# block 1

block_1/ff_map.png
Scale: 4 px per um. Other sequential cells in the stronger grey, the rest of the logic in the fainter grey.
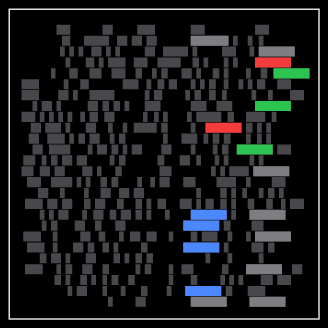

<file path="config.mk">
export PLATFORM = sky130hd
export DESIGN_NAME = morse_encoder
export DESIGN_NICKNAME = d
export VERILOG_FILES = /design/src/rtl/morse_pkg.sv /design/src/rtl/morse_keyer.sv /design/src/rtl/morse_encoder.sv
export SDC_FILE = /design/constraint.sdc
export NUM_CORES = 1
export LEC_CHECK = 0
export ABC_AREA = 1
export CAP_MARGIN = 10
export CELL_PAD_IN_SITES_DETAIL_PLACEMENT = 1
export CELL_PAD_IN_SITES_GLOBAL_PLACEMENT = 1
export CORE_MARGIN = 2
export CORE_UTILIZATION = 30
export CTS_CLUSTER_DIAMETER = 120
export CTS_CLUSTER_SIZE = 10
export DETAILED_ROUTE_END_ITERATION = 7
export HOLD_SLACK_MARGIN = 0.03
export PLACE_DENSITY = 0.61
export SLEW_MARGIN = 10
export SYNTH_ARGS = -nofsm -noshare
export SYNTH_HDL_FRONTEND = slang
export SYNTH_SLANG_ARGS = --single-unit
</file>
<file path="constraint.sdc">
create_clock -name clk -period 2.15 [get_ports clk]
set_clock_uncertainty 0.05 [all_clocks]
set_input_delay 0.215 -clock clk [delete_from_list [all_inputs] [get_ports clk]]
set_output_delay 0.215 -clock clk [all_outputs]
set_load 0.02 [all_outputs]
</file>
<file path="src/rtl/morse_pkg.sv">
// Shared Morse definitions: symbol codes, ASCII bounds, letter table, FSM states.
// Used by both the encoder (and its optional MORSE_KEY_EN keyer) and the decoder.
package morse_pkg;

    localparam logic [2:0] SYM_WAIT  = 3'd0;
    localparam logic [2:0] SYM_DIT   = 3'd1;
    localparam logic [2:0] SYM_DAH   = 3'd2;
    localparam logic [2:0] SYM_GAP   = 3'd3;
    localparam logic [2:0] SYM_SPACE = 3'd4;

    localparam logic [7:0] ASC_A  = 8'h41;
    localparam logic [7:0] ASC_Z  = 8'h5A;
    localparam logic [7:0] ASC_LA = 8'h61;
    localparam logic [7:0] ASC_LZ = 8'h7A;
    localparam logic [7:0] ASC_SP = 8'h20;

    typedef enum logic [1:0] {
        ST_IDLE,
        ST_ELEM,
        ST_GAPS,
        ST_SPC
    } state_t;

    typedef struct packed {
        logic [2:0] len;
        logic [3:0] pat;
    } code_t;

    // Pattern is left-aligned, MSB first, 1 = dah.
    function automatic code_t letter_code(input logic [7:0] c);
        logic [7:0] i;
        logic [6:0] r;
        i = c - ASC_A;
        case (i)
            8'd0:  r = {3'd2, 4'b0100};
            8'd1:  r = {3'd4, 4'b1000};
            8'd2:  r = {3'd4, 4'b1010};
            8'd3:  r = {3'd3, 4'b1000};
            8'd4:  r = {3'd1, 4'b0000};
            8'd5:  r = {3'd4, 4'b0010};
            8'd6:  r = {3'd3, 4'b1100};
            8'd7:  r = {3'd4, 4'b0000};
            8'd8:  r = {3'd2, 4'b0000};
            8'd9:  r = {3'd4, 4'b0111};
            8'd10: r = {3'd3, 4'b1010};
            8'd11: r = {3'd4, 4'b0100};
            8'd12: r = {3'd2, 4'b1100};
            8'd13: r = {3'd2, 4'b1000};
            8'd14: r = {3'd3, 4'b1110};
            8'd15: r = {3'd4, 4'b0110};
            8'd16: r = {3'd4, 4'b1101};
            8'd17: r = {3'd3, 4'b0100};
            8'd18: r = {3'd3, 4'b0000};
            8'd19: r = {3'd1, 4'b1000};
            8'd20: r = {3'd3, 4'b0010};
            8'd21: r = {3'd4, 4'b0001};
            8'd22: r = {3'd3, 4'b0110};
            8'd23: r = {3'd4, 4'b1001};
            8'd24: r = {3'd4, 4'b1011};
            8'd25: r = {3'd4, 4'b1100};
            default: r = 7'd0;
        endcase
        return code_t'(r);
    endfunction

    function automatic logic [2:0] elem_sym(
        input logic [3:0] pat,
        input logic [1:0] idx
    );
        return pat[2'd3 - idx] ? SYM_DAH : SYM_DIT;
    endfunction

endpackage

</file>
<file path="src/rtl/morse_keyer.sv">
// Timed key line for one accepted Morse symbol; busy stalls the next accept.
// Instantiated by morse_encoder only when MORSE_KEY_EN is defined.
module morse_keyer
    import morse_pkg::*;
#(
    parameter int UNIT_CYCLES = 10
) (
    input  logic       clk,
    input  logic       rst_n,
    input  logic [2:0] sym,
    input  logic       acc,
    output logic       key_out,
    output logic       busy
);

    localparam int CW = $clog2(4 * UNIT_CYCLES + 1);
    localparam logic [CW-1:0] U1 = CW'(UNIT_CYCLES - 1);
    localparam logic [CW-1:0] U2 = CW'(2 * UNIT_CYCLES - 1);
    localparam logic [CW-1:0] U3 = CW'(3 * UNIT_CYCLES - 1);
    localparam logic [CW-1:0] U4 = CW'(4 * UNIT_CYCLES - 1);

    logic          active;
    logic          off_ph;
    logic [CW-1:0] cnt;
    logic [CW-1:0] off_ld;

    // Free during the final off cycle so back-to-back symbols abut.
    assign busy = active & ~(off_ph & (cnt == '0));

    always_ff @(posedge clk or negedge rst_n) begin
        if (!rst_n) begin
            active  <= 1'b0;
            off_ph  <= 1'b0;
            cnt     <= '0;
            off_ld  <= '0;
            key_out <= 1'b0;
        end else if (acc) begin
            active <= 1'b1;
            off_ld <= U1;
            unique case (sym)
                SYM_DIT: begin
                    key_out <= 1'b1;
                    off_ph  <= 1'b0;
                    cnt     <= U1;
                end
                SYM_DAH: begin
                    key_out <= 1'b1;
                    off_ph  <= 1'b0;
                    cnt     <= U3;
                end
                SYM_GAP: begin
                    key_out <= 1'b0;
                    off_ph  <= 1'b1;
                    cnt     <= U2;
                end
                default: begin
                    key_out <= 1'b0;
                    off_ph  <= 1'b1;
                    cnt     <= U4;
                end
            endcase
        end else if (active) begin
            if (cnt != '0) begin
                cnt <= cnt - 1'b1;
            end else if (!off_ph) begin
                off_ph  <= 1'b1;
                key_out <= 1'b0;
                cnt     <= off_ld;
            end else begin
                active <= 1'b0;
            end
        end
    end

endmodule

</file>
<file path="src/rtl/morse_encoder.sv">
// ASCII to Morse symbol stream encoder with valid/ready on both sides.
// Define MORSE_KEY_EN to add the timed key_out line (keyer stalls symbol accepts).
module morse_encoder
    import morse_pkg::*;
#(
    parameter int UNIT_CYCLES = 10
) (
    input  logic       clk,
    input  logic       rst_n,
    input  logic [7:0] char_in,
    input  logic       char_valid,
    output logic       char_ready,
    output logic [2:0] sym_out,
    output logic       sym_valid,
    input  logic       sym_ready,
    output logic       bad_char
`ifdef MORSE_KEY_EN
    ,
    output logic       key_out
`endif
);

    if (UNIT_CYCLES < 1) begin : g_unit_chk
        $error("UNIT_CYCLES must be >= 1");
    end

    state_t     state;
    logic [3:0] pat;
    logic [2:0] len;
    logic [1:0] idx;
    logic       key_busy;
    logic       sym_acc;
    logic [7:0] up;
    logic       is_letter;
    logic       is_space;
    code_t      code;

    assign up = (char_in >= ASC_LA && char_in <= ASC_LZ) ?
                char_in - 8'h20 : char_in;
    assign is_letter = (up >= ASC_A) && (up <= ASC_Z);
    assign is_space  = (char_in == ASC_SP);
    assign code      = letter_code(up);
    assign sym_acc   = sym_valid & sym_ready & ~key_busy;

`ifdef MORSE_KEY_EN
    morse_keyer #(
        .UNIT_CYCLES(UNIT_CYCLES)
    ) u_keyer (
        .clk    (clk),
        .rst_n  (rst_n),
        .sym    (sym_out),
        .acc    (sym_acc),
        .key_out(key_out),
        .busy   (key_busy)
    );
`else
    assign key_busy = 1'b0;
`endif

    always_ff @(posedge clk or negedge rst_n) begin
        if (!rst_n) begin
            state      <= ST_IDLE;
            pat        <= '0;
            len        <= '0;
            idx        <= '0;
            sym_out    <= SYM_WAIT;
            sym_valid  <= 1'b0;
            char_ready <= 1'b1;
            bad_char   <= 1'b0;
        end else begin
            bad_char <= 1'b0;
            unique case (state)
                ST_IDLE: begin
                    if (char_valid) begin
                        if (is_letter) begin
                            state      <= ST_ELEM;
                            pat        <= code.pat;
                            len        <= code.len;
                            idx        <= 2'd0;
                            sym_out    <= elem_sym(code.pat, 2'd0);
                            sym_valid  <= 1'b1;
                            char_ready <= 1'b0;
                        end else if (is_space) begin
                            state      <= ST_SPC;
                            sym_out    <= SYM_SPACE;
                            sym_valid  <= 1'b1;
                            char_ready <= 1'b0;
                        end else begin
                            bad_char <= 1'b1;
                        end
                    end
                end
                ST_ELEM: begin
                    if (sym_acc) begin
                        if ({1'b0, idx} == len - 3'd1) begin
                            state   <= ST_GAPS;
                            sym_out <= SYM_GAP;
                        end else begin
                            idx     <= idx + 2'd1;
                            sym_out <= elem_sym(pat, idx + 2'd1);
                        end
                    end
                end
                ST_GAPS, ST_SPC: begin
                    if (sym_acc) begin
                        state      <= ST_IDLE;
                        sym_out    <= SYM_WAIT;
                        sym_valid  <= 1'b0;
                        char_ready <= 1'b1;
                    end
                end
                default: state <= ST_IDLE;
            endcase
        end
    end

endmodule

</file>
# block 2

$ cat src/rtl/adder_pkg.sv
// Shared types and constants for the bit-serial adder controller.
// Also provides a wide reference sum for checking results.
package adder_pkg;

    typedef enum logic [1:0] {
        StIdle = 2'b00,
        StRun  = 2'b01,
        StDone = 2'b10
    } add_state_e;

    localparam int unsigned DefaultWidth = 8;

    // Bit 64 carries the carry-out; callers slice what they need.
    function automatic logic [64:0] ref_add(input logic [63:0] a, input logic [63:0] b,
                                            input logic cin);
        return {1'b0, a} + {1'b0, b} + {64'd0, cin};
    endfunction

endpackage

$ cat src/rtl/fa_cell.sv
// Combinational 1-bit full adder with every input combination decoded.
module fa_cell (
    input  logic i_x,
    input  logic i_y,
    input  logic i_ci,
    output logic o_s,
    output logic o_co
);

    always_comb begin
        o_s  = 1'b0;
        o_co = 1'b0;
        case ({i_x, i_y, i_ci})
            3'b000: begin o_s = 1'b0; o_co = 1'b0; end
            3'b001: begin o_s = 1'b1; o_co = 1'b0; end
            3'b010: begin o_s = 1'b1; o_co = 1'b0; end
            3'b011: begin o_s = 1'b0; o_co = 1'b1; end
            3'b100: begin o_s = 1'b1; o_co = 1'b0; end
            3'b101: begin o_s = 1'b0; o_co = 1'b1; end
            3'b110: begin o_s = 1'b0; o_co = 1'b1; end
            3'b111: begin o_s = 1'b1; o_co = 1'b1; end
            default: begin o_s = 1'b0; o_co = 1'b0; end
        endcase
    end

endmodule

$ cat src/rtl/serial_add_ctrl.sv
// Bit-serial adder: one shared full-adder cell walks the operands LSB to MSB,
// with valid/ready handshakes on both the operand and result sides.
module serial_add_ctrl
    import adder_pkg::*;
#(
    parameter  int unsigned WIDTH = DefaultWidth,
    localparam int unsigned CNT_W = $clog2(WIDTH)
) (
    input  logic             i_clk,
    input  logic             i_rst_n,
    input  logic             i_in_valid,
    output logic             o_in_ready,
    input  logic [WIDTH-1:0] i_a,
    input  logic [WIDTH-1:0] i_b,
    input  logic             i_cin,
    output logic             o_out_valid,
    input  logic             i_out_ready,
    output logic [WIDTH-1:0] o_sum,
    output logic             o_cout,
    output logic             o_busy
);

    localparam logic [CNT_W-1:0] LastCnt = CNT_W'(WIDTH - 1);

    add_state_e       r_state;
    add_state_e       w_next_state;
    logic [WIDTH-1:0] r_a;
    logic [WIDTH-1:0] r_b;
    logic [WIDTH-1:0] r_s;
    logic             r_carry;
    logic [CNT_W-1:0] r_cnt;
    logic             w_s;
    logic             w_c;

    fa_cell u_fa_cell (
        .i_x  (r_a[0]),
        .i_y  (r_b[0]),
        .i_ci (r_carry),
        .o_s  (w_s),
        .o_co (w_c)
    );

    always_ff @(posedge i_clk or negedge i_rst_n) begin
        if (!i_rst_n) begin
            r_state <= StIdle;
        end else begin
            r_state <= w_next_state;
        end
    end

    always_comb begin
        w_next_state = r_state;
        case (r_state)
            StIdle: if (i_in_valid) w_next_state = StRun;
            StRun:  if (r_cnt == LastCnt) w_next_state = StDone;
            StDone: if (i_out_ready) w_next_state = StIdle;
            default: w_next_state = StIdle;
        endcase
    end

    always_comb begin
        o_in_ready  = (r_state == StIdle);
        o_out_valid = (r_state == StDone);
        o_busy      = (r_state == StRun) || (r_state == StDone);
    end

    // Sum bits enter at the MSB so the LSB lands at bit 0 after WIDTH shifts.
    always_ff @(posedge i_clk or negedge i_rst_n) begin
        if (!i_rst_n) begin
            r_a     <= '0;
            r_b     <= '0;
            r_s     <= '0;
            r_carry <= 1'b0;
            r_cnt   <= '0;
        end else begin
            case (r_state)
                StIdle: begin
                    if (i_in_valid) begin
                        r_a     <= i_a;
                        r_b     <= i_b;
                        r_carry <= i_cin;
                        r_cnt   <= '0;
                    end
                end
                StRun: begin
                    r_s     <= {w_s, r_s[WIDTH-1:1]};
                    r_a     <= r_a >> 1;
                    r_b     <= r_b >> 1;
                    r_carry <= w_c;
                    r_cnt   <= (r_cnt == LastCnt) ? '0 : r_cnt + CNT_W'(1);
                end
                default: ;
            endcase
        end
    end

    assign o_sum  = r_s;
    assign o_cout = r_carry;

endmodule

$ cat config.mk
export PLATFORM = sky130hd
export DESIGN_NAME = serial_add_ctrl
export DESIGN_NICKNAME = d
export VERILOG_FILES = /design/src/rtl/adder_pkg.sv /design/src/rtl/fa_cell.sv /design/src/rtl/serial_add_ctrl.sv
export SDC_FILE = /design/constraint.sdc
export NUM_CORES = 1
export LEC_CHECK = 0
export ABC_AREA = 1
export CAP_MARGIN = 20
export CORE_AREA = 8 8 85 49
export DETAILED_ROUTE_END_ITERATION = 6
export DIE_AREA = 0 0 93 57
export PLACE_DENSITY = 0.86
export SYNTH_ARGS = -nofsm -noshare
export SYNTH_HDL_FRONTEND = slang
export SYNTH_SLANG_ARGS = --single-unit
$ cat constraint.sdc
create_clock -name i_clk -period 2 [get_ports i_clk]
set_input_delay 0.6 -clock i_clk [delete_from_list [all_inputs] [get_ports i_clk]]
set_output_delay 0.6 -clock i_clk [all_outputs]
set_load 0.01 [all_outputs]
# block 3

==> src/rtl/beacon_key_scheduler.sv <==
// Round-robin Morse keying scheduler: grants one message bank at a time, walks its
// ROM one bit per dot unit, then forces a fixed key-off gap before rearbitrating.
module beacon_key_scheduler #(
    parameter int N_REQ     = 4,
    parameter int ADDR_W    = 6,
    parameter int DIV_W     = 20,
    parameter int GAP_UNITS = 7
) (
    input  logic                     morse_clk,
    input  logic                     sys_rst,
    input  logic [N_REQ-1:0]         req,
    input  logic [DIV_W-1:0]         dot_div,
    input  logic [ADDR_W-1:0]        msg_last,
    input  logic                     rom_q,
    output logic [N_REQ-1:0]         grant,
    output logic [$clog2(N_REQ)-1:0] rom_sel,
    output logic [ADDR_W-1:0]        rom_addr,
    output logic                     key,
    output logic                     busy,
    output logic                     done
);

    localparam int SEL_W = $clog2(N_REQ);
    localparam int GAP_W = $clog2(GAP_UNITS + 1);

    typedef enum logic [1:0] {
        IDLE = 2'd0,
        SEND = 2'd1,
        GAP  = 2'd2
    } state_t;

    state_t             state, state_nxt;
    logic [SEL_W-1:0]   ptr, ptr_nxt;
    logic [N_REQ-1:0]   grant_nxt;
    logic [SEL_W-1:0]   rom_sel_nxt;
    logic [ADDR_W-1:0]  rom_addr_nxt;
    logic [DIV_W-1:0]   div_cnt, div_cnt_nxt;
    logic [GAP_W-1:0]   gap_cnt, gap_cnt_nxt;
    logic [DIV_W-1:0]   dot_lat, dot_lat_nxt;
    logic [ADDR_W-1:0]  last_lat, last_lat_nxt;
    logic               key_nxt;
    logic               done_nxt;
    logic               tick;
    logic               win_found;
    logic [SEL_W-1:0]   win_idx;
    logic [SEL_W-1:0]   cand;
    int                 cand_int;

    // Search upward from the bank after the last winner, wrapping, so every bank gets a turn.
    always_comb begin
        win_found = 1'b0;
        win_idx   = '0;
        cand      = '0;
        cand_int  = 0;
        for (int off = 1; off <= N_REQ; off++) begin
            cand_int = int'(ptr) + off;
            if (cand_int >= N_REQ) begin
                cand_int = cand_int - N_REQ;
            end
            cand = SEL_W'(cand_int);
            if (!win_found && req[cand]) begin
                win_found = 1'b1;
                win_idx   = cand;
            end
        end
    end

    assign tick = (div_cnt == dot_lat);
    assign busy = (state != IDLE);

    always_comb begin
        state_nxt    = state;
        ptr_nxt      = ptr;
        grant_nxt    = grant;
        rom_sel_nxt  = rom_sel;
        rom_addr_nxt = rom_addr;
        div_cnt_nxt  = div_cnt;
        gap_cnt_nxt  = gap_cnt;
        dot_lat_nxt  = dot_lat;
        last_lat_nxt = last_lat;
        done_nxt     = 1'b0;
        key_nxt      = (state == SEND) ? rom_q : 1'b0;

        if (state != IDLE) begin
            div_cnt_nxt = tick ? '0 : div_cnt + 1'b1;
        end

        case (state)
            IDLE: begin
                if (win_found) begin
                    grant_nxt    = N_REQ'(1) << win_idx;
                    rom_sel_nxt  = win_idx;
                    ptr_nxt      = win_idx;
                    rom_addr_nxt = '0;
                    div_cnt_nxt  = '0;
                    dot_lat_nxt  = dot_div;
                    last_lat_nxt = msg_last;
                    state_nxt    = SEND;
                end
            end
            SEND: begin
                if (tick) begin
                    if (rom_addr == last_lat) begin
                        gap_cnt_nxt = '0;
                        state_nxt   = GAP;
                    end else begin
                        rom_addr_nxt = rom_addr + 1'b1;
                    end
                end
            end
            GAP: begin
                if (tick) begin
                    if (gap_cnt == GAP_W'(GAP_UNITS - 1)) begin
                        gap_cnt_nxt  = '0;
                        grant_nxt    = '0;
                        rom_addr_nxt = '0;
                        done_nxt     = 1'b1;
                        state_nxt    = IDLE;
                    end else begin
                        gap_cnt_nxt = gap_cnt + 1'b1;
                    end
                end
            end
            default: begin
                state_nxt = IDLE;
            end
        endcase
    end

    always_ff @(posedge morse_clk) begin
        if (sys_rst) begin
            state    <= IDLE;
            ptr      <= SEL_W'(N_REQ - 1);
            grant    <= '0;
            rom_sel  <= '0;
            rom_addr <= '0;
            div_cnt  <= '0;
            gap_cnt  <= '0;
            dot_lat  <= '0;
            last_lat <= '0;
            key      <= 1'b0;
            done     <= 1'b0;
        end else begin
            state    <= state_nxt;
            ptr      <= ptr_nxt;
            grant    <= grant_nxt;
            rom_sel  <= rom_sel_nxt;
            rom_addr <= rom_addr_nxt;
            div_cnt  <= div_cnt_nxt;
            gap_cnt  <= gap_cnt_nxt;
            dot_lat  <= dot_lat_nxt;
            last_lat <= last_lat_nxt;
            key      <= key_nxt;
            done     <= done_nxt;
        end
    end

endmodule

==> config.mk <==
export PLATFORM = sky130hd
export DESIGN_NAME = beacon_key_scheduler
export DESIGN_NICKNAME = d
export VERILOG_FILES = /design/src/rtl/beacon_key_scheduler.sv
export SDC_FILE = /design/constraint.sdc
export NUM_CORES = 1
export LEC_CHECK = 0
export CORE_ASPECT_RATIO = 0.5
export CORE_MARGIN = 2
export CORE_UTILIZATION = 49
export CTS_BUF_LIST = sky130_fd_sc_hd__clkbuf_16
export DETAILED_ROUTE_END_ITERATION = 10
export PLACE_DENSITY = 0.72
export RECOVER_POWER = 25
export SYNTH_ARGS = -nofsm -noshare
export SYNTH_HDL_FRONTEND = slang
export SYNTH_SLANG_ARGS = --single-unit
export TNS_END_PERCENT = 100
==> constraint.sdc <==
create_clock -name morse_clk -period 2.1 [get_ports morse_clk]
set_clock_uncertainty 0.15 [all_clocks]
set_input_delay 0.525 -clock morse_clk [delete_from_list [all_inputs] [get_ports morse_clk]]
set_output_delay 0.525 -clock morse_clk [all_outputs]
set_load 0.05 [all_outputs]
# block 4

`src/rtl/scoreboard_register_file_pkg.sv`:
```
// ============================================================================
// Module   : regfile_pkg
// Purpose  : Shared sizes and types for the scoreboarded register file.
// Revision : 1.0 - initial release
// ============================================================================
`default_nettype none

package regfile_pkg;
  localparam int WIDTH   = 32;
  localparam int REGSIZE = 5;
  localparam int NREGS   = 1 << REGSIZE;

  typedef logic [REGSIZE-1:0] reg_addr_t;
  typedef logic [WIDTH-1:0]   reg_data_t;
  typedef logic [REGSIZE:0]   pend_cnt_t;
endpackage

`default_nettype wire

```
`src/rtl/scoreboard_register_file_if.sv`:
```
// ============================================================================
// Module   : scoreboard_register_file_if
// Purpose  : Decode/issue/writeback bundle seen by the scoreboarded register file.
// Revision : 1.0 - initial release
// ============================================================================
`default_nettype none

interface scoreboard_register_file_if
  import regfile_pkg::*;
#(
  parameter int NREAD = 2
);
  logic [NREAD*REGSIZE-1:0] readAddress;
  logic [NREAD*WIDTH-1:0]   readValue;
  logic [NREAD-1:0]         readReady;
  logic                     issueEnable;
  reg_addr_t                issueAddress;
  logic                     issueAccept;
  logic                     writeEnable;
  reg_addr_t                writeAddress;
  reg_data_t                writeValue;
  pend_cnt_t                pendingCount;

  modport master (
    output readAddress, issueEnable, issueAddress, writeEnable, writeAddress, writeValue,
    input  readValue, readReady, issueAccept, pendingCount
  );

  modport slave (
    input  readAddress, issueEnable, issueAddress, writeEnable, writeAddress, writeValue,
    output readValue, readReady, issueAccept, pendingCount
  );
endinterface

`default_nettype wire

```
`src/rtl/scoreboard_register_file_scoreboard.sv`:
```
// ============================================================================
// Module   : reg_busy_scoreboard
// Purpose  : Per-register busy bits, pending counter and issue grant logic.
// Revision : 1.0 - initial release
// ============================================================================
`default_nettype none

module reg_busy_scoreboard
  import regfile_pkg::*;
(
  input  wire logic       clk,
  input  wire logic       rst_n,
  input  wire logic       issue_en_i,
  input  wire reg_addr_t  issue_addr_i,
  input  wire logic       wr_en_i,
  input  wire reg_addr_t  wr_addr_i,
  output logic            issue_accept_o,
  output logic [NREGS-1:0] busy_o,
  output pend_cnt_t       pending_count_o
);

  logic [NREGS-1:0] busy_q, busy_d;
  pend_cnt_t        count_q, count_d;
  logic             w_same_reg;
  logic             w_set;
  logic             w_clr;
  logic             w_inc;
  logic             w_dec;

  always_comb begin
    w_same_reg     = wr_en_i & (wr_addr_i == issue_addr_i);
    issue_accept_o = issue_en_i & ((issue_addr_i == '0) | ~busy_q[issue_addr_i] | w_same_reg);
    w_set          = issue_accept_o & (issue_addr_i != '0);
    w_clr          = wr_en_i & (wr_addr_i != '0);
    w_inc          = w_set & ~busy_q[issue_addr_i];
    // A writeback racing a new issue to the same register hands it to the new producer.
    w_dec          = w_clr & busy_q[wr_addr_i] & ~(w_set & (wr_addr_i == issue_addr_i));

    busy_d = busy_q;
    if (w_clr) busy_d[wr_addr_i] = 1'b0;
    if (w_set) busy_d[issue_addr_i] = 1'b1;
    busy_d[0] = 1'b0;

    count_d = count_q;
    if (w_inc && !w_dec)      count_d = count_q + pend_cnt_t'(1);
    else if (w_dec && !w_inc) count_d = count_q - pend_cnt_t'(1);
  end

  always_ff @(posedge clk or negedge rst_n) begin
    if (!rst_n) begin
      busy_q  <= '0;
      count_q <= '0;
    end else begin
      busy_q  <= busy_d;
      count_q <= count_d;
    end
  end

  assign busy_o          = busy_q;
  assign pending_count_o = count_q;

endmodule

`default_nettype wire

```
`src/rtl/scoreboard_register_file.sv`:
```
// ============================================================================
// Module   : scoreboard_register_file
// Purpose  : MIPS GPR file with async reads, one writeback port and busy scoreboard.
//            Optional write-to-read forwarding: SCOREBOARD_REGISTER_FILE_BYPASS_EN.
// Revision : 1.0 - initial release
// ============================================================================
`default_nettype none

module scoreboard_register_file
  import regfile_pkg::*;
#(
  parameter int NREAD = 2
)(
  input  wire logic                    clk,
  input  wire logic                    rst_n,
  scoreboard_register_file_if.slave    rf_bus
);

  reg_data_t        regs_q [NREGS];
  logic [NREGS-1:0] w_busy;
  logic             w_wr_valid;

  assign w_wr_valid = rf_bus.writeEnable & (rf_bus.writeAddress != '0);

  reg_busy_scoreboard u_scoreboard (
    .clk             (clk),
    .rst_n           (rst_n),
    .issue_en_i      (rf_bus.issueEnable),
    .issue_addr_i    (rf_bus.issueAddress),
    .wr_en_i         (rf_bus.writeEnable),
    .wr_addr_i       (rf_bus.writeAddress),
    .issue_accept_o  (rf_bus.issueAccept),
    .busy_o          (w_busy),
    .pending_count_o (rf_bus.pendingCount)
  );

  always_ff @(posedge clk or negedge rst_n) begin
    if (!rst_n) begin
      for (int k = 0; k < NREGS; k++) regs_q[k] <= '0;
    end else if (w_wr_valid) begin
      regs_q[rf_bus.writeAddress] <= rf_bus.writeValue;
    end
  end

  generate
    for (genvar gi = 0; gi < NREAD; gi++) begin : g_read
      reg_addr_t w_addr;
      reg_data_t w_value;
      logic      w_ready;
      logic      w_fwd;

      assign w_addr = rf_bus.readAddress[gi*REGSIZE +: REGSIZE];
`ifdef SCOREBOARD_REGISTER_FILE_BYPASS_EN
      assign w_fwd = w_wr_valid & (rf_bus.writeAddress == w_addr);
`else
      assign w_fwd = 1'b0;
`endif

      always_comb begin
        w_value = regs_q[w_addr];
        w_ready = ~w_busy[w_addr];
        if (w_addr == '0) begin
          w_value = '0;
          w_ready = 1'b1;
        end else if (w_fwd) begin
          w_value = rf_bus.writeValue;
          w_ready = 1'b1;
        end
      end

      assign rf_bus.readValue[gi*WIDTH +: WIDTH] = w_value;
      assign rf_bus.readReady[gi]                = w_ready;
    end
  endgenerate

endmodule

`default_nettype wire

```
`src/flat_wrapper.sv`:
```
// flat-port wrapper written by rule: the top's interface ports become plain ports
module scoreboard_register_file_flat import regfile_pkg::*;
#(
  parameter int NREAD = 2
)
  (clk, rst_n, rf_bus_readAddress, rf_bus_issueEnable, rf_bus_issueAddress, rf_bus_writeEnable, rf_bus_writeAddress, rf_bus_writeValue, rf_bus_readValue, rf_bus_readReady, rf_bus_issueAccept, rf_bus_pendingCount);
  scoreboard_register_file_if #(.NREAD(NREAD)) rf_bus_i ();
  input  wire logic clk;
  input  wire logic rst_n;
  input wire logic [$bits(rf_bus_i.readAddress)-1:0] rf_bus_readAddress;
  input wire logic [$bits(rf_bus_i.issueEnable)-1:0] rf_bus_issueEnable;
  input wire logic [$bits(rf_bus_i.issueAddress)-1:0] rf_bus_issueAddress;
  input wire logic [$bits(rf_bus_i.writeEnable)-1:0] rf_bus_writeEnable;
  input wire logic [$bits(rf_bus_i.writeAddress)-1:0] rf_bus_writeAddress;
  input wire logic [$bits(rf_bus_i.writeValue)-1:0] rf_bus_writeValue;
  output wire logic [$bits(rf_bus_i.readValue)-1:0] rf_bus_readValue;
  output wire logic [$bits(rf_bus_i.readReady)-1:0] rf_bus_readReady;
  output wire logic [$bits(rf_bus_i.issueAccept)-1:0] rf_bus_issueAccept;
  output wire logic [$bits(rf_bus_i.pendingCount)-1:0] rf_bus_pendingCount;
  assign rf_bus_i.readAddress = rf_bus_readAddress;
  assign rf_bus_i.issueEnable = rf_bus_issueEnable;
  assign rf_bus_i.issueAddress = rf_bus_issueAddress;
  assign rf_bus_i.writeEnable = rf_bus_writeEnable;
  assign rf_bus_i.writeAddress = rf_bus_writeAddress;
  assign rf_bus_i.writeValue = rf_bus_writeValue;
  assign rf_bus_readValue = rf_bus_i.readValue;
  assign rf_bus_readReady = rf_bus_i.readReady;
  assign rf_bus_issueAccept = rf_bus_i.issueAccept;
  assign rf_bus_pendingCount = rf_bus_i.pendingCount;
  scoreboard_register_file #(.NREAD(NREAD)) u_core (.clk(clk), .rst_n(rst_n), .rf_bus(rf_bus_i));
endmodule
```
`config.mk`:
```
export PLATFORM = sky130hd
export DESIGN_NAME = scoreboard_register_file_flat
export DESIGN_NICKNAME = d
export VERILOG_FILES = /design/src/rtl/scoreboard_register_file_pkg.sv /design/src/rtl/scoreboard_register_file_if.sv /design/src/rtl/scoreboard_register_file_scoreboard.sv /design/src/rtl/scoreboard_register_file.sv /design/src/flat_wrapper.sv
export SDC_FILE = /design/constraint.sdc
export NUM_CORES = 2
export LEC_CHECK = 0
export CAP_MARGIN = 20
export CORE_MARGIN = 1.5
export CORE_UTILIZATION = 55
export DETAILED_ROUTE_END_ITERATION = 12
export PLACE_DENSITY = 0.72
export SETUP_SLACK_MARGIN = 0.2
export SYNTH_ARGS = -nofsm -noshare
export SYNTH_HDL_FRONTEND = slang
export SYNTH_HIERARCHICAL = 1
export SYNTH_SLANG_ARGS = --single-unit
```
`constraint.sdc`:
```
create_clock -name clk -period 4.45 [get_ports clk]
set_input_delay 0.445 -clock clk [delete_from_list [all_inputs] [get_ports clk]]
set_output_delay 0.445 -clock clk [all_outputs]
set_load 0.1 [all_outputs]
```
block_2/ff_map.png
Scale: 4 px per um. Other sequential cells in the stronger grey, the rest of the logic in the fainter grey.
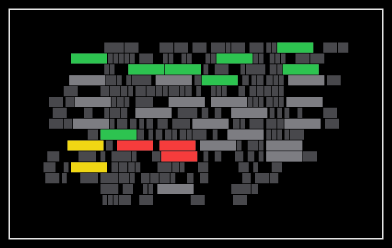
r_state: marked yellow, placed flops 2. r_cnt: marked red, placed flops 3. o_sum: marked green, placed flops 8.
Another 17 sequential cells are not coloured.

==> notes.md, block 2 <==
Implementation progress

The run finished with clean final reports. Per Yosys stat, the portion of area used by sequential elements is 0.5017. The number of antenna violations at the first check in global routing is 0. In this run the VDD rail shows a maximum IR drop of 834.8 uV. The placed instances occupy a cell area of 0.001854 sq mm.

The non-filler instance count after layout stands at 258. 33 I/O pins were placed. STA classifies the critical path endpoint as an output port.

The final hold slack stands at 483.8 ps. The later-pin clock latency in the skew report stands at 290 ps. The number of failing hold endpoints at the final stage stands at 0. Per the finish-stage timing summary, setup violations number 0.

The critical path maximum fanout is 3. The length of routed wiring on met1 stands at 1693 um. The total power stands at 2.970 mW. The area fraction in xor and xnor cells stands at 0. Of the total synthesized cell area, the portion taken by full adders, half adders and majority gates is 0.05017. The number of hold-repair buffers added at the cts stage stands at 0. The average footprint of a synthesized cell stands at 8.407 sq um. The synthesis log from Yosys contains 0 warnings. The horizontal die dimension stands at 93 um. Between the synthesized netlist and the finished layout, the area growth was recorded as 30.27%.

The synthesized cell area stands at 0.001496 sq mm. The slew check shows that the tightest pin keeps a relative margin of 0.7191. STA lists the startpoint of the worst hold path as o_sum[0]$_DFFE_PN0N_. The count of nets after finishing stands at 242. The final global-route overflow total stands at 0.

Summed over all failing endpoints, the final setup total negative slack is 0 ps. The count of nets left with antenna violations once routing finished came out at 0. The chip area line in the Yosys stat output reads 0.001496 sq mm.

In the routed design, unresolved DRC markers number 0. The synthesized design contains 30 register bits. The number of buffers inserted during clock tree synthesis stands at 5. The routed design could run at a clock period as short as 1918 ps.

The power report lists the combinational group at 1.41 mW. The most common logic cell in the final layout is sky130_fd_sc_hd__nand2_1. After detailed routing, the average wire length per cell comes to 13.61 um.
-- block 2: Yosys cell counts (all sizes together) --
cell type / n / share of area
buf: 8 / 0.035
clkinv: 1 / 0.0025
dfrtp: 30 / 0.50
ha: 6 / 0.050
inv: 12 / 0.030
nand2: 67 / 0.17
nand3: 25 / 0.084
nand4: 1 / 0.0042
o211ai: 11 / 0.055
o21ai: 8 / 0.027
or2: 9 / 0.038
-- block 2: worst max-delay path, cell delays in order, from the launching register on --
cell and delay (ps):
sky130_fd_sc_hd__dfrtp_1 400, sky130_fd_sc_hd__inv_1 110, sky130_fd_sc_hd__ha_1 230, sky130_fd_sc_hd__dlygate4sd2_1 280
-- block 2: layout make-up --
type | instances | area, sq um
sequential | 30 | 750.7
tap | 42 | 52.55
timing repair buffer | 38 | 361.6
clock buffer | 7 | 86.33
inverter | 13 | 48.80
clock inverter | 1 | 5.005
fill | 274 | 1166
multi-input combinational | 127 | 644.4
-- block 2: timing repair --
item,CTS,global route
setup endpoints to repair,3,0
endpoints found under the hold margin,0,0
buffers inserted,1,0
gates resized,3,0
-- block 2: state kept, by name, indices dropped and copies added (netlist names) --
signal	flops
o_cout	1
o_sum	8
r_a	8
r_b	8
r_cnt	3
r_state	2
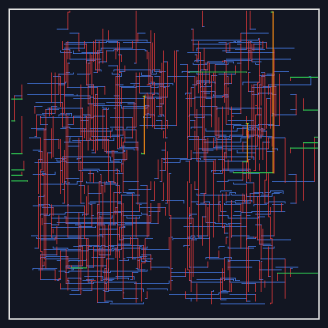
block_1/layers.png
Scale: 4 px per um.
M3: marked green, wire length 76.4 um. M4: marked orange, wire length 63.9 um. M2: marked red, wire length 2,680 um. M1: marked blue, wire length 2,150 um.

About block_1/ff_map.png:
sym_out: marked green, placed flops 3. state: marked red, placed flops 2. pat: marked blue, placed flops 4.
Another 8 sequential cells are not coloured.

==> notes.md, block 1 <==
Implementation progress

The run finished with clean final reports. The average footprint of a synthesized cell stands at 6.479 sq um. The length of routed wiring on met1 stands at 2150 um. According to the timing report, the critical path is launched from char_in[6]. The later-pin clock latency in the skew report stands at 250 ps. The worst-margin pin slew stands at 376.6 ps. The longest incremental delay of any stage on the critical path is reported as 500 ps. The first global-routing pass estimated 8638 um of wire. Wires add up to 4972 um. The routed length on met2 stands at 2682 um. The fraction of the core area covered by cells at the end of the flow stands at 0.4491.

The final antenna diode tally reported by the flow is 0. The non-filler instance count after layout stands at 381. Summing every instance area after synthesis gives 0.001600 sq mm. The total number of clock tree sinks stands at 17. The met1 track demand over resource stands at 0.2091. The ratio of cells with drive above 1 in the final layout stands at 0.2572. The final layout contains 334 nets. The total cells reported by yosys after synthesis stands at 247. Wire segments on met3 add up to 76 um in the final route. The flip-flop count of the largest register, all copies and words added stands at 4. In this design, the critical path's most frequently occurring cell is sky130_fd_sc_hd__nand2_1. In this run the critical path is formed by clkdlybuf4s50_1 > nand2_1 > nor2_2 > nand2_1 > nand3_4 > nand2_4 > nand2_2 > nand3b_2 > nand3_4 > nand3_4 > nand2_2 > inv_2 > nand2_1 > nand2_1. The half-perimeter wire length after placement stands at 4033 um. Static timing analysis puts the maximum clock frequency at 498.7 MHz.

Per the post-route antenna check, the number of violating nets is 0. The height of the chip stands at 77.04 um. The switching component of the power was reported as 0.7430 mW.

The worst hold path belongs to the class in -> async.
-- block 1: final cells by class --
cell class | count | area, sq um
Fill cell | 718 | 2831
Sequential cell | 17 | 426.7
Multi-Input combinational cell | 201 | 1145
Timing Repair Buffer | 60 | 495.5
Tap cell | 70 | 87.58
Clock buffer | 4 | 45.04
Inverter | 29 | 108.9
-- block 1: timing repair --
action | in CTS | in global routing
setup buffers | 0 | 0
cloned | 1 | 0
pin swaps | 4 | 6
setup endpoints to repair | 16 | 14
resized | 12 | 13
-- block 1: synth_stat cells (all sizes together) --
| cell | n | area (sq um) |
|---|---|---|
| xor2 | 3 | 26.28 |
| nand3b | 2 | 18.77 |
| nor2 | 24 | 100.1 |
| and2 | 1 | 6.260 |
| ha | 10 | 125.1 |
| inv | 29 | 108.9 |
| nor3 | 2 | 10.01 |
| a21oi | 14 | 70.07 |
| a2111o | 1 | 11.26 |
| xnor2 | 1 | 8.760 |
| dfstp | 1 | 26.28 |
| nand2 | 83 | 334.1 |
| o211ai | 3 | 22.52 |
| o21a | 1 | 7.510 |
| buf | 1 | 11.26 |
| dfrtp | 16 | 400.4 |
| nand3 | 23 | 140.1 |
| o21ai | 31 | 166.4 |
| nand4 | 1 | 6.260 |
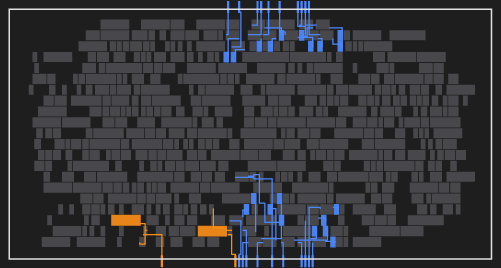
block_3/port_trees.png
Scale: 4 px per um.
rom_sel: marked orange, bits 2, direction output, edge bottom, end cells 2, buffers 2, wire 36.4 um. dot_div: marked blue, bits 20, direction input, edge 10 top, 10 bottom, end cells 20, buffers 20, wire 293 um.

==> notes.md, block 3 <==
Implementation progress

The flow ran to the end, and the final reports show no timing, DRC or antenna violations. Buffers added to address setup during post-CTS repair amount to 1. The worst setup path is captured at a register. The max-cap violation count stands at 0. The fraction of the core area covered by cells at the end of the flow stands at 0.6881. The number of clock buffers in the layout stands at 9. The number of standard cells after synthesis stands at 414.

Per the CTS log, the root buffer master is sky130_fd_sc_hd__clkbuf_16. The post-synth tally of flip-flops with integrated enable stands at 0. The slowest stage of the critical path belongs to the cell sky130_fd_sc_hd__or4_4. The worst-margin pin slew stands at 619.4 ps. The weighted congestion at the end of routability-driven global placement stands at 0.8628. Looking at the cell usage after synthesis, the top flip-flop cell is sky130_fd_sc_hd__dfxtp_1.

For the combinational group, total power comes out at 0.556 mW. The non-clock buffer share of cell area stands at 0.1922. The warning tally printed by Yosys for this design is 0. The power consumed by the clock network stands at 1.29 mW. The worst endpoint required time stands at 2160 ps.

The area growth from synthesis to layout stands at 37.23%. The stage logs contain a warning count of 27. The delay contributed by the slowest stage of the critical path stands at 560 ps. Of all the cell area in the finished design, the clock network holds 0.05514. Counting only logic cells after layout, the most numerous master is sky130_fd_sc_hd__nand2_1. The remaining design rule violation count stands at 0. Multi-input logic gates represent a cell area share of 0.4218.

The final global-route overflow total stands at 0. The net count after synthesis stands at 449. Counting both buffers and inverters, the worst setup path holds a total of 2.

Summing every instance area after synthesis gives 0.003307 sq mm. Per the layout report, the design carries 100 non-clock buffers. Broken down by cell family, the worst path's largest delay share belongs to simple AND/OR/NAND/NOR gates. 0 antenna diodes ended up in the layout. The portion of the clock cycle consumed by the worst path in the final layout stands at 0.9890. The top cell types in the final layout, fill and taps aside, are sky130_fd_sc_hd__nand2_1 (80), sky130_fd_sc_hd__dfxtp_1 (55), sky130_fd_sc_hd__a21oi_1 (48).
## block 3: cell families (layout without fill, tap and decap cells)
group | after synthesis | count (layout) | synth area share
multiplexers | 7 | 7 | 0.02157
adder cells (fa/ha/maj) | 2 | 2 | 0.007566
buffers and inverters | 31 | 123 | 0.04086
AND/OR/NAND/NOR | 185 | 185 | 0.2758
AND-OR/OR-AND | 95 | 95 | 0.1771
XOR/XNOR | 27 | 27 | 0.07151
flip-flops | 67 | 67 | 0.4056
## block 3: metrics by stage
step                      hold slack, ps  cells  area [sq um]  setup WS [ps]  setup TNS (ps)
after floorplan                    297.8    414          3312          49.93               0
after global placement             298.8    579          4200         -431.5          -17060
after detailed placement           306.0    579          4200         -512.7          -19340
after CTS                          313.2    596          4513          7.185               0
after global routing               331.3    598          4538         -34.15          -45.16
final                              307.6    598          4538          23.01               0
## block 3: per-layer routing
metal  track usage  wire length (um)
met5             0                 0
met4        0.1042                74
met3       0.07299               393
met2        0.4286              4261
met1        0.3057              4208
## block 3: sequential cells by signal (all words and copies together) (netlist names)
register and flops:
div_cnt 20, dot_lat 20, last_lat 6, rom_addr 6
grant 4, gap_cnt 3, ptr 2, rom_sel 2
state 2, done 1, key 1
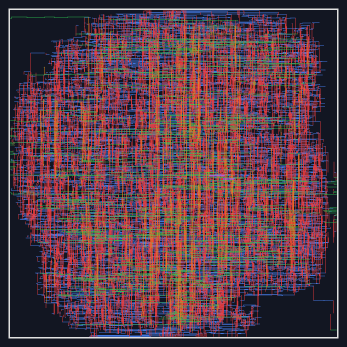
block_4/layers.png
Scale: 1 px per um.
M2: marked red, wire length 81.5 mm. M4: marked orange, wire length 8,180 um. M3: marked green, wire length 16,100 um. M1: marked blue, wire length 71.1 mm. M5: marked purple, wire length 23.9 um.

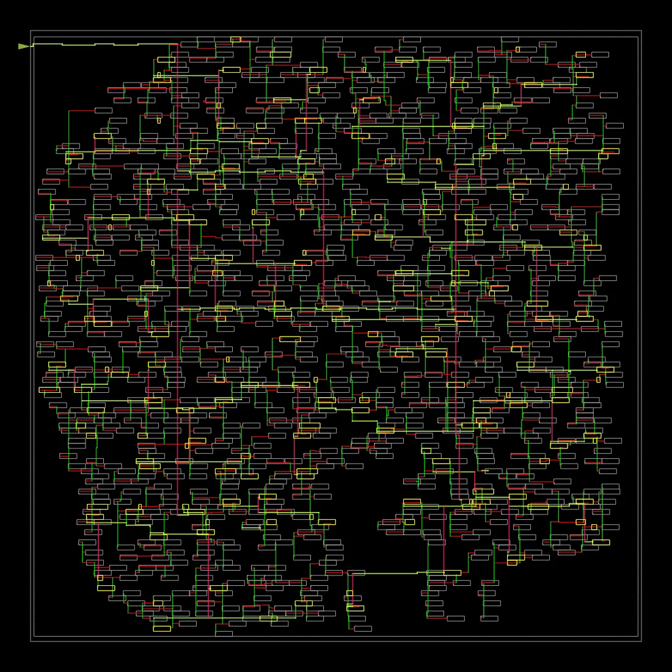
block_4/clock_nets.png
Power Clock: 10.1 mW
Seq cells: 1,061
clock insertion delay at the later pin of the skew report: 680 ps
CTS sink count: 1,061

==> notes.md, block 4 <==
Implementation progress

The flow ran to the end, and the final reports show no timing, DRC or antenna violations. Grouping non-sequential cells by family puts the most area in multiplexers. The final antenna diode tally reported by the flow is 1. The initial utilization of the core area, before any placement, comes to 0.5565.

The share of the synthesized area in the top cell type stands at 0.4597. The sequential cell fraction of total power stands at 0.427. The cell area after layout stands at 0.06560 sq mm. The met2 usage stands at 0.5096. Per the CTS log, the root buffer master is sky130_fd_sc_hd__clkbuf_16.

The count of placed standard cells including taps stands at 5,103. STA classifies the critical path startpoint as an input port. The top cell type in the final layout, fill and taps aside, is sky130_fd_sc_hd__dfrtp_1. The clock distribution area overhead in the final layout stands at 0.06105. Summed over all cells, the static leakage comes to 27.89 nW. The power report lists the combinational group at 7.38 mW.
[block 4: worst max path at each step]
stage | cells after the start | end | start | slack [ps]
6_report | 15 | u_core/u_scoreboard/pending_count_o[5]$_DFFE_PN0P_ | rf_bus_issueAddress[1] | 840
5_1_grt | 15 | u_core/u_scoreboard/pending_count_o[5]$_DFFE_PN0P_ | rf_bus_issueAddress[1] | 730
4_1_cts | 15 | u_core/u_scoreboard/pending_count_o[5]$_DFFE_PN0P_ | rf_bus_issueAddress[1] | 920
3_5_place_dp | 15 | u_core/u_scoreboard/pending_count_o[5]$_DFFE_PN0P_ | rf_bus_issueAddress[1] | 190
3_3_place_gp | 15 | u_core/u_scoreboard/pending_count_o[5]$_DFFE_PN0P_ | rf_bus_issueAddress[1] | 240
2_1_floorplan | 6 | rf_bus_readValue[42] | rf_bus_readAddress[6] | 220
[block 4: stage by stage]
step | setup slack [ps] | hold slack, ps
global placement | 237.9 | 374.8
finish | 841.7 | 393.9
CTS | 918.2 | 396.1
detailed placement | 194.1 | 383.3
global route | 729.7 | 404.8
floorplan | 220.9 | 149.4
[block 4: timing repair]
action | in CTS | in global routing
hold endpoints to repair | 69 | 0
hold buffers | 1 | 0
resized | 0 | 0


## Gallery

I/O nets highlighted.
shot_01.png
Scale: 1.5 px per um.
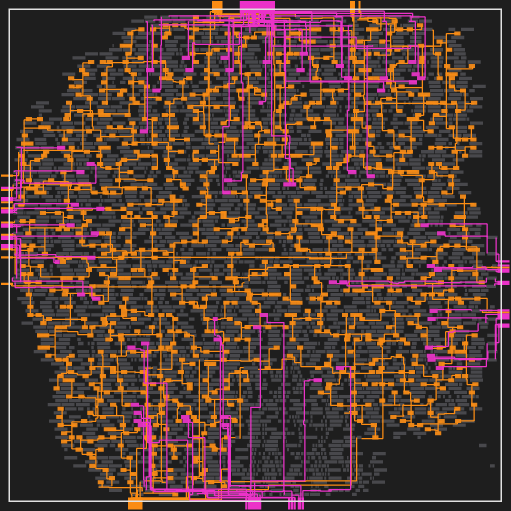
shot_02.png
Scale: 6 px per um.
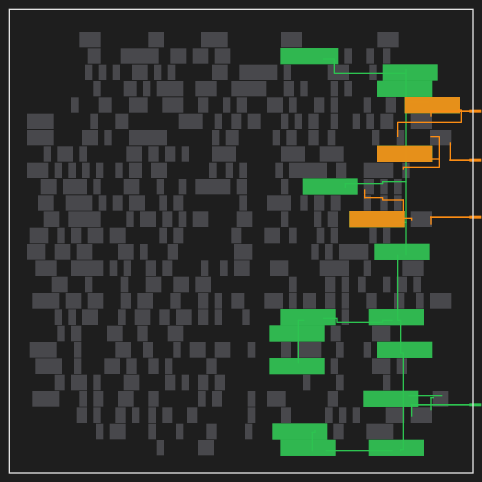
shot_03.png
Scale: 6 px per um.
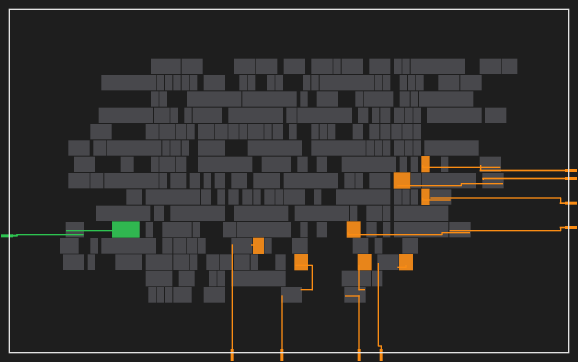
| picture | from |
|---|---|
| shot_01.png | block 4 |
| shot_02.png | block 1 |
| shot_03.png | block 2 |
- largest die: shot_01.png
- fewest cells: shot_03.png

Key to shot_02.png:
rst_n: marked green, bits 1, direction input, edge right, end cells 17, buffers 2, wire 153 um. sym_out: marked orange, bits 3, direction output, edge right, end cells 3, buffers 3, wire 63.6 um.


==> gallery <==
Gate families picked out.
Plate I
Scale: 4 px per um.
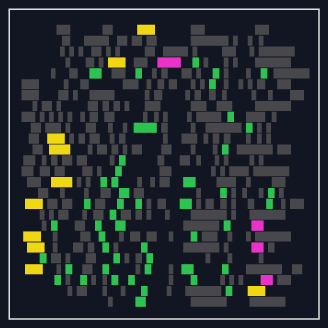
Plate II
Scale: 4 px per um.
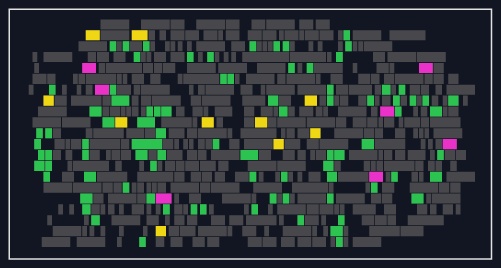
Plate III
Scale: 6 px per um.
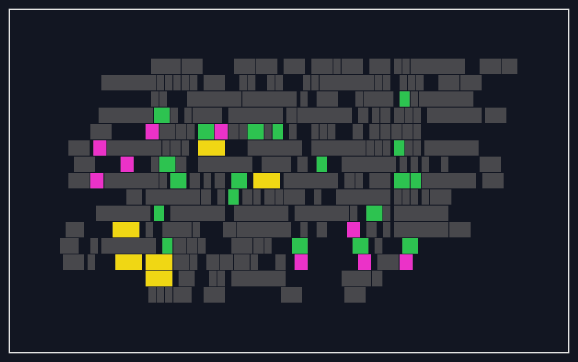
Of these, most cells: Plate II
Of these, fewest cells: Plate III
| picture | from |
|---|---|
| Plate III | block 2 |
| Plate II | block 3 |
| Plate I | block 1 |

No activity file was given, so power comes from the tool's default toggle rates.
